# design 1

### Metal layers overlaid, design 1

(6 px per µm) Two of the layers only.
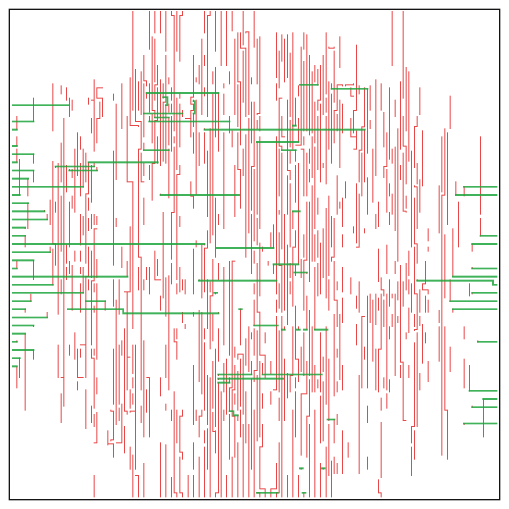
===== src/rtl/fifo_arb_pkg.sv =====
// Shared types and default sizing for the fifo_push_arbiter slice.
package fifo_arb_pkg;

    localparam int unsigned ARB_N_REQ_DEF = 4;
    localparam int unsigned ARB_BITS_DEF  = 16;
    localparam int unsigned ARB_DEPTH_DEF = 16;

    typedef enum logic [1:0] {
        IDLE    = 2'd0,
        ARB     = 2'd1,
        BLOCKED = 2'd2
    } arb_state_t;

endpackage


===== src/rtl/fifo_push_arbiter_rr_pick.sv =====
// Combinational round-robin picker: the first asserted req after index `last` wins.
module rr_pick #(
    parameter  int unsigned N  = 4,
    localparam int unsigned LW = $clog2(N)
) (
    input  logic [N-1:0]  req,
    input  logic [LW-1:0] last,
    output logic [N-1:0]  gnt,
    output logic          valid
);

    always_comb begin
        gnt   = '0;
        valid = 1'b0;
        for (int unsigned k = 1; k <= N; k++) begin
            if (!valid && req[LW'((32'(last) + k) % N)]) begin
                gnt[LW'((32'(last) + k) % N)] = 1'b1;
                valid = 1'b1;
            end
        end
    end

endmodule


===== src/rtl/fifo_push_arbiter.sv =====
// Round-robin push-side arbiter in front of fifo_flops, tracking occupancy incl. in-flight push.
// Optional starvation detector enabled by defining FIFO_ARB_STARVE_EN.
module fifo_push_arbiter
    import fifo_arb_pkg::*;
#(
    parameter  int unsigned N_REQ      = ARB_N_REQ_DEF,
    parameter  int unsigned BITS       = ARB_BITS_DEF,
    parameter  int unsigned DEPTH      = ARB_DEPTH_DEF,
    parameter  int unsigned STARVE_MAX = 32,
    localparam int unsigned CW         = $clog2(DEPTH + 1)
) (
    input  logic                  clk,
    input  logic                  rst,
    input  logic [N_REQ-1:0]      req,
    input  logic [N_REQ*BITS-1:0] din_req,
    output logic [N_REQ-1:0]      gnt,
    input  logic                  fifo_pop,
    input  logic                  fifo_pndng,
    output logic                  push,
    output logic [BITS-1:0]       Din,
    output logic [CW-1:0]         count,
    output logic                  starve,
    output arb_state_t            state
);

    localparam int unsigned LW = $clog2(N_REQ);

    arb_state_t       state_d;
    logic [N_REQ-1:0] pick_gnt;
    logic             pick_valid;
    logic [LW-1:0]    last;
    logic [LW-1:0]    win_idx;
    logic [BITS-1:0]  win_data;
    logic             grant;
    logic             pop_eff;
    logic [CW-1:0]    count_d;

    rr_pick #(.N(N_REQ)) u_pick (
        .req   (req),
        .last  (last),
        .gnt   (pick_gnt),
        .valid (pick_valid)
    );

    // Arbitration state is a pure function of req and occupancy.
    always_comb begin
        state_d = IDLE;
        if (req != '0) begin
            state_d = (count == CW'(DEPTH)) ? BLOCKED : ARB;
        end
    end

    assign grant   = rst && (state_d == ARB) && pick_valid;
    assign gnt     = grant ? pick_gnt : '0;
    assign pop_eff = fifo_pop && fifo_pndng;

    always_comb begin
        win_idx  = '0;
        win_data = '0;
        for (int i = 0; i < int'(N_REQ); i++) begin
            if (pick_gnt[i]) begin
                win_idx  = LW'(i);
                win_data = win_data | din_req[i*BITS +: BITS];
            end
        end
    end

    // Saturating occupancy; a simultaneous grant and pop cancel out.
    always_comb begin
        count_d = count;
        if (grant && !pop_eff && count != CW'(DEPTH)) begin
            count_d = count + CW'(1);
        end else if (!grant && pop_eff && count != '0) begin
            count_d = count - CW'(1);
        end
    end

    always_ff @(posedge clk or negedge rst) begin
        if (!rst) begin
            state <= IDLE;
            last  <= LW'(N_REQ - 1);
            push  <= 1'b0;
            Din   <= '0;
            count <= '0;
        end else begin
            state <= state_d;
            count <= count_d;
            push  <= grant;
            if (grant) begin
                Din  <= win_data;
                last <= win_idx;
            end
        end
    end

    // Out-of-range configurations elaborate this marker block.
    if (N_REQ < 2 || N_REQ > 8 || STARVE_MAX == 0) begin : g_param_out_of_range
    end

`ifdef FIFO_ARB_STARVE_EN
    localparam int unsigned SW = $clog2(STARVE_MAX + 1);

    logic [SW-1:0] scnt   [N_REQ];
    logic [SW-1:0] scnt_d [N_REQ];
    logic          starve_hit;

    // Per-requester wait counters, saturating at the threshold.
    always_comb begin
        starve_hit = 1'b0;
        for (int i = 0; i < int'(N_REQ); i++) begin
            scnt_d[i] = '0;
            if (req[i] && !gnt[i]) begin
                scnt_d[i] = (scnt[i] == SW'(STARVE_MAX)) ? scnt[i] : scnt[i] + SW'(1);
            end
            if (scnt_d[i] == SW'(STARVE_MAX)) begin
                starve_hit = 1'b1;
            end
        end
    end

    always_ff @(posedge clk or negedge rst) begin
        if (!rst) begin
            for (int i = 0; i < int'(N_REQ); i++) begin
                scnt[i] <= '0;
            end
            starve <= 1'b0;
        end else begin
            for (int i = 0; i < int'(N_REQ); i++) begin
                scnt[i] <= scnt_d[i];
            end
            if (starve_hit) begin
                starve <= 1'b1;
            end
        end
    end
`else
    assign starve = 1'b0;
`endif

endmodule


===== config.mk =====
export PLATFORM = sky130hd
export DESIGN_NAME = fifo_push_arbiter
export DESIGN_NICKNAME = d
export VERILOG_FILES = /design/src/rtl/fifo_arb_pkg.sv /design/src/rtl/fifo_push_arbiter_rr_pick.sv /design/src/rtl/fifo_push_arbiter.sv
export SDC_FILE = /design/constraint.sdc
export NUM_CORES = 1
export LEC_CHECK = 0
export CORE_MARGIN = 2
export CORE_UTILIZATION = 40
export CTS_BUF_LIST = sky130_fd_sc_hd__clkbuf_8
export DETAILED_ROUTE_END_ITERATION = 10
export PLACE_DENSITY = 0.79
export SLEW_MARGIN = 20
export SYNTH_ARGS = -nofsm -noshare
export SYNTH_HDL_FRONTEND = slang
export SYNTH_SLANG_ARGS = --single-unit

===== constraint.sdc =====
create_clock -name clk -period 3.9 [get_ports clk]
set_clock_uncertainty 0.2 [all_clocks]
set_input_delay 1.17 -clock clk [delete_from_list [all_inputs] [get_ports clk]]
set_output_delay 1.17 -clock clk [all_outputs]
set_load 0.01 [all_outputs]

==> results.cfg <==
; physical design summary
[outcome]
outcome = complete, but fails checks
violations = negative setup slack

[grt]
gr-max-usage-layer = met2
met3_usage = 0.04835

[cts]
post_cts_buffers = 8
cts_buffers = 3

[floorplan]
num_rows = 28

[layout]
largest_cell_class = logic gates
n_all_buffers = 145

[place]
dp_cells = 449
dpl_cell_area_mm2 = 0.003660

[sta]
setup-tns-final_ns = -0.3773
setup_viol_count_final = 4
setup_slack_ns = -0.1014

[synth]
synthCells = 262

[pwr]
p_sw_frac = 0.4494
## Picture notes: 'Metal layers overlaid' of design 1
| layer | color | wire length |
|---|---|---|
| metal 3 | green | 464 µm |
| metal 2 | red | 4,380 µm |
Total GRT Usage: 0.2593
routed wire length: 8413 µm
Avg WL per Cell: 18.05 µm


# design 2

===== src/rtl/vga_timing_pkg.sv =====
// Shared VGA timing constants and the sync bus carried through the alignment delay.
// The 800x600 set is meant to be passed as parameter overrides to vga_timing_gen.
package vga_timing_pkg;

    localparam int unsigned VGA_H_ACTIVE = 640;
    localparam int unsigned VGA_H_FP     = 16;
    localparam int unsigned VGA_H_SYNC   = 96;
    localparam int unsigned VGA_H_BP     = 48;
    localparam int unsigned VGA_V_ACTIVE = 480;
    localparam int unsigned VGA_V_FP     = 10;
    localparam int unsigned VGA_V_SYNC   = 2;
    localparam int unsigned VGA_V_BP     = 33;
    localparam logic        VGA_H_POL    = 1'b0;
    localparam logic        VGA_V_POL    = 1'b0;

    localparam int unsigned SVGA_H_ACTIVE = 800;
    localparam int unsigned SVGA_H_FP     = 40;
    localparam int unsigned SVGA_H_SYNC   = 128;
    localparam int unsigned SVGA_H_BP     = 88;
    localparam int unsigned SVGA_V_ACTIVE = 600;
    localparam int unsigned SVGA_V_FP     = 1;
    localparam int unsigned SVGA_V_SYNC   = 4;
    localparam int unsigned SVGA_V_BP     = 23;
    localparam logic        SVGA_H_POL    = 1'b1;
    localparam logic        SVGA_V_POL    = 1'b1;

    typedef struct packed {
        logic hsync;
        logic vsync;
        logic de;
    } sync_bus_t;

    // Output level of a sync: raw XNOR polarity (pol=0 gives active-low).
    function automatic logic sync_level(input logic raw, input logic pol);
        return raw ~^ pol;
    endfunction

endpackage


===== src/rtl/vga_sync_delay.sv =====
// DEPTH-stage shift register that aligns {hsync, vsync, de} with fetched pixel data.
// Flush loads FLUSH_VAL into every stage so no stale sync survives a restart.
module vga_sync_delay
    import vga_timing_pkg::*;
#(
    parameter int unsigned DEPTH     = 2,
    parameter sync_bus_t   FLUSH_VAL = '0
) (
    input  logic      clk,
    input  logic      en,
    input  logic      flush,
    input  sync_bus_t din,
    output sync_bus_t dout
);

    generate
        if (DEPTH == 0) begin : g_bypass
            logic unused_ctrl;
            assign unused_ctrl = ^{clk, en, flush};
            assign dout        = din;
        end else begin : g_shift
            sync_bus_t stages [DEPTH];

            always_ff @(posedge clk) begin
                if (flush) begin
                    for (int unsigned i = 0; i < DEPTH; i++) begin
                        stages[i] <= FLUSH_VAL;
                    end
                end else if (en) begin
                    stages[0] <= din;
                    for (int unsigned i = 1; i < DEPTH; i++) begin
                        stages[i] <= stages[i-1];
                    end
                end
            end

            assign dout = stages[DEPTH-1];
        end
    endgenerate

endmodule


===== src/rtl/vga_timing_gen.sv =====
// VGA raster timing generator: pixel/line counters, registered position, syncs,
// data enable aligned to a PIPE_DLY-pixel fetch pipeline, line interrupt and frame count.
module vga_timing_gen
    import vga_timing_pkg::*;
#(
    parameter int unsigned H_ACTIVE = VGA_H_ACTIVE,
    parameter int unsigned H_FP     = VGA_H_FP,
    parameter int unsigned H_SYNC   = VGA_H_SYNC,
    parameter int unsigned H_BP     = VGA_H_BP,
    parameter int unsigned V_ACTIVE = VGA_V_ACTIVE,
    parameter int unsigned V_FP     = VGA_V_FP,
    parameter int unsigned V_SYNC   = VGA_V_SYNC,
    parameter int unsigned V_BP     = VGA_V_BP,
    parameter logic        H_POL    = VGA_H_POL,
    parameter logic        V_POL    = VGA_V_POL,
    parameter int unsigned X_W      = 10,
    parameter int unsigned Y_W      = 10,
    parameter int unsigned PIPE_DLY = 2
) (
    input  logic           clk,
    input  logic           rst,
    input  logic           pix_en,
    input  logic           run,
    input  logic [Y_W-1:0] line_cmp,
    output logic [X_W-1:0] posx,
    output logic [Y_W-1:0] posy,
    output logic           active,
    output logic           h_sync_o,
    output logic           v_sync_o,
    output logic           de_o,
    output logic           line_start,
    output logic           frame_start,
    output logic           line_irq,
    output logic [15:0]    frame_cnt
);

    localparam int unsigned H_TOTAL = H_ACTIVE + H_FP + H_SYNC + H_BP;
    localparam int unsigned V_TOTAL = V_ACTIVE + V_FP + V_SYNC + V_BP;
    localparam int unsigned HC_W    = $clog2(H_TOTAL + 1);
    localparam int unsigned VC_W    = $clog2(V_TOTAL + 1);

    localparam logic [HC_W-1:0] H_ACT_C  = HC_W'(H_ACTIVE);
    localparam logic [HC_W-1:0] HS_BEG_C = HC_W'(H_ACTIVE + H_FP);
    localparam logic [HC_W-1:0] HS_END_C = HC_W'(H_ACTIVE + H_FP + H_SYNC);
    localparam logic [HC_W-1:0] H_LAST_C = HC_W'(H_TOTAL - 1);
    localparam logic [VC_W-1:0] V_ACT_C  = VC_W'(V_ACTIVE);
    localparam logic [VC_W-1:0] VS_BEG_C = VC_W'(V_ACTIVE + V_FP);
    localparam logic [VC_W-1:0] VS_END_C = VC_W'(V_ACTIVE + V_FP + V_SYNC);
    localparam logic [VC_W-1:0] V_LAST_C = VC_W'(V_TOTAL - 1);

    logic [HC_W-1:0] h_cnt;
    logic [VC_W-1:0] v_cnt;
    logic [15:0]     frame_q;
    logic            hs_lvl;
    logic            vs_lvl;
    logic            h_vis;
    logic            v_vis;
    logic            hs_raw;
    logic            vs_raw;
    logic            h_zero;
    logic            v_zero;
    logic            cmp_hit;
    sync_bus_t       pipe_in;
    sync_bus_t       pipe_out;

    always_comb begin
        h_vis   = h_cnt < H_ACT_C;
        v_vis   = v_cnt < V_ACT_C;
        hs_raw  = (h_cnt >= HS_BEG_C) && (h_cnt < HS_END_C);
        vs_raw  = (v_cnt >= VS_BEG_C) && (v_cnt < VS_END_C);
        h_zero  = h_cnt == '0;
        v_zero  = v_cnt == '0;
        // v_cnt never reaches V_TOTAL, so an out-of-range line_cmp can never match
        cmp_hit = 32'(line_cmp) == 32'(v_cnt);
    end

    // frame_cnt advances on the enabled cycle after frame_start is shown; a pulse
    // still showing when run drops is counted before it is cleared.
    always_ff @(posedge clk) begin
        if (rst || !run) begin
            h_cnt       <= '0;
            v_cnt       <= '0;
            posx        <= '0;
            posy        <= '0;
            active      <= 1'b0;
            hs_lvl      <= ~H_POL;
            vs_lvl      <= ~V_POL;
            line_start  <= 1'b0;
            frame_start <= 1'b0;
            line_irq    <= 1'b0;
            frame_q     <= rst ? '0 : frame_q + 16'(frame_start);
        end else if (pix_en) begin
            posx        <= h_vis ? X_W'(h_cnt) : '0;
            posy        <= v_vis ? Y_W'(v_cnt) : '0;
            active      <= h_vis && v_vis;
            hs_lvl      <= sync_level(hs_raw, H_POL);
            vs_lvl      <= sync_level(vs_raw, V_POL);
            line_start  <= h_zero;
            frame_start <= h_zero && v_zero;
            line_irq    <= h_zero && cmp_hit;
            frame_q     <= frame_q + 16'(frame_start);
            if (h_cnt == H_LAST_C) begin
                h_cnt <= '0;
                v_cnt <= (v_cnt == V_LAST_C) ? '0 : v_cnt + VC_W'(1);
            end else begin
                h_cnt <= h_cnt + HC_W'(1);
            end
        end
    end

    assign pipe_in.hsync = hs_lvl;
    assign pipe_in.vsync = vs_lvl;
    assign pipe_in.de    = active;

    vga_sync_delay #(
        .DEPTH     (PIPE_DLY),
        .FLUSH_VAL (sync_bus_t'({~H_POL, ~V_POL, 1'b0}))
    ) u_sync_delay (
        .clk   (clk),
        .en    (pix_en),
        .flush (rst || !run),
        .din   (pipe_in),
        .dout  (pipe_out)
    );

    assign h_sync_o  = pipe_out.hsync;
    assign v_sync_o  = pipe_out.vsync;
    assign de_o      = pipe_out.de;
    assign frame_cnt = frame_q;

endmodule


===== config.mk =====
export PLATFORM = sky130hd
export DESIGN_NAME = vga_timing_gen
export DESIGN_NICKNAME = d
export VERILOG_FILES = /design/src/rtl/vga_timing_pkg.sv /design/src/rtl/vga_sync_delay.sv /design/src/rtl/vga_timing_gen.sv
export SDC_FILE = /design/constraint.sdc
export NUM_CORES = 1
export LEC_CHECK = 0
export CAP_MARGIN = 20
export CELL_PAD_IN_SITES_DETAIL_PLACEMENT = 1
export CELL_PAD_IN_SITES_GLOBAL_PLACEMENT = 2
export CORE_UTILIZATION = 35
export CTS_CLUSTER_DIAMETER = 40
export DETAILED_ROUTE_END_ITERATION = 8
export PLACE_DENSITY_LB_ADDON = 0.1
export SYNTH_ARGS = -nofsm -noshare
export SYNTH_HDL_FRONTEND = slang
export SYNTH_SLANG_ARGS = --single-unit

===== constraint.sdc =====
create_clock -name clk -period 5.4 [get_ports clk]
set_input_delay 0.54 -clock clk [delete_from_list [all_inputs] [get_ports clk]]
set_output_delay 0.54 -clock clk [all_outputs]
set_load 0.005 [all_outputs]

==> results.cfg <==
; physical design summary
[outcome]
outcome = completed

[synth]
ys_warn_count = 0
synthCells = 306
synth_area_leader_cell = dfxtp_1
edf_count = 22
synth.yosys.num_cells = 306
synthMuxAreaShare = 0.006454
most_common_cell = dfxtp_1

[floorplan]
core_mm2 = 0.008382
initial_utilization = 0.3701

[cts]
clk_pin_slew_ns = 0.08
clkSinkCount = 68
post_cts_resized = 0
hold_buffers = 0
cts_buffers = 9
post_cts_buffers = 0
clkLatencyLatePin_ns = 0.33

[critical_path]
critPathArrivalTime_ns = 2.56
critical-path-top-delay-family = buffers and inverters
cp_max_fo = 22
critPathCapture = frame_cnt[11]$_DFFE_PP_
cp_num_cells = 4

[sta]
post-route-min-period_ns = 2.602
setup_viol_count_final = 0
rsz0062_at_grt = no

[layout]
num-multi-input-gates = 213
fin_cells = 468
final_core_util = 0.4689

[pwr]
p_int_mw = 0.7877
seq_power_mw = 0.552
seqPwrFrac = 0.538
p_sw_frac = 0.2329

[place]
dpl_cell_area_mm2 = 0.003740
preCtsSetupSlack_ns = 2.398

[grt]
grt-ovfl-total = 0
grt_pass1_vias = 2524
grt_max_degree = 24
use_met1 = 0.2415

[worst_hold_path]
worst_hold_path.endpoint = posy[9]$_SDFFE_PN0P_

[routing]
wl_met1_um = 3747
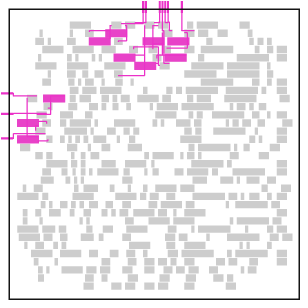
*Nets reached from selected ports, design 2*
(3 px per µm)
| port | color | bits | direction | end cells | buffers | wire |
|---|---|---|---|---|---|---|
| posx | magenta | 10 | output | 10 | 10 | 256 µm |
Ports: 57
PortBufs: 56

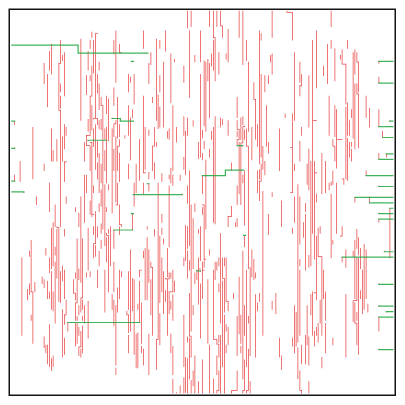
*Metal layers overlaid, design 2*
(4 px per µm) Two of the layers only.
| layer | color | wire length |
|---|---|---|
| metal 3 | green | 184 µm |
| metal 2 | red | 3,940 µm |
Total GRT Usage: 0.1874
routed wire length: 7956 µm
Avg WL per Cell: 17.00 µm
DR vias: 2,513

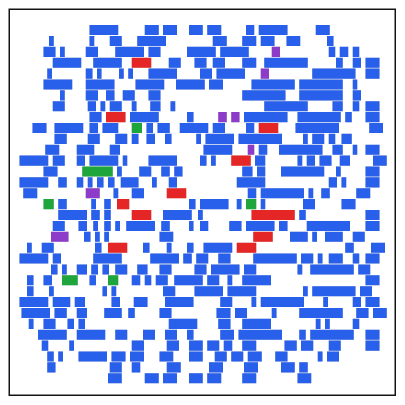
*Cell sizes after repair, design 2*
(4 px per µm)
| size | color | cells |
|---|---|---|
| _3 and _4 cells | green | 6 |
| _0 and _1 cells | blue | 339 |
| _2 cells | purple | 7 |
| _6 and larger | red | 11 |
Area Overhead vs Synth: 26.70%
Repair and plain buffers: 58
finished layout cell area: 0.003930 mm²
post-route worst setup slack: 2.798 ns



==> layout pictures side by side <==
Placed standard cells.
image #1
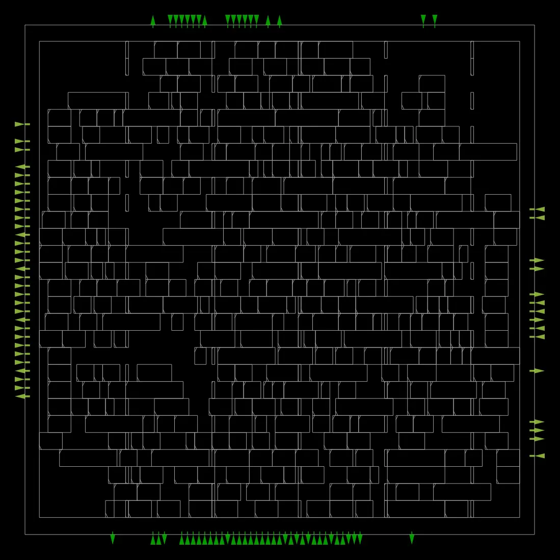
image #2
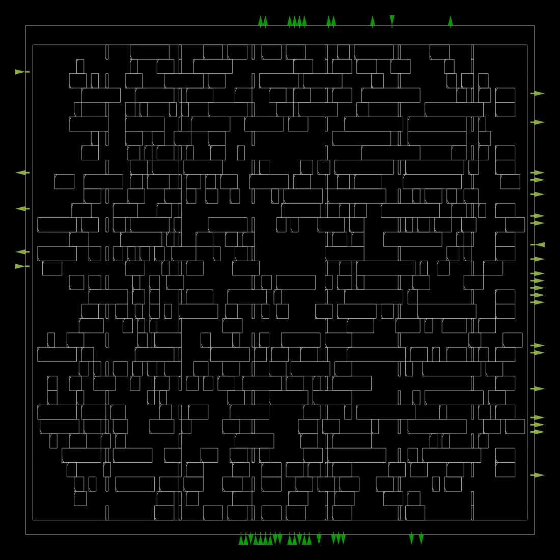
Of these, highest utilization: image #1
Of these, most sequential cells: image #2
- design 1 = image #1
- design 2 = image #2

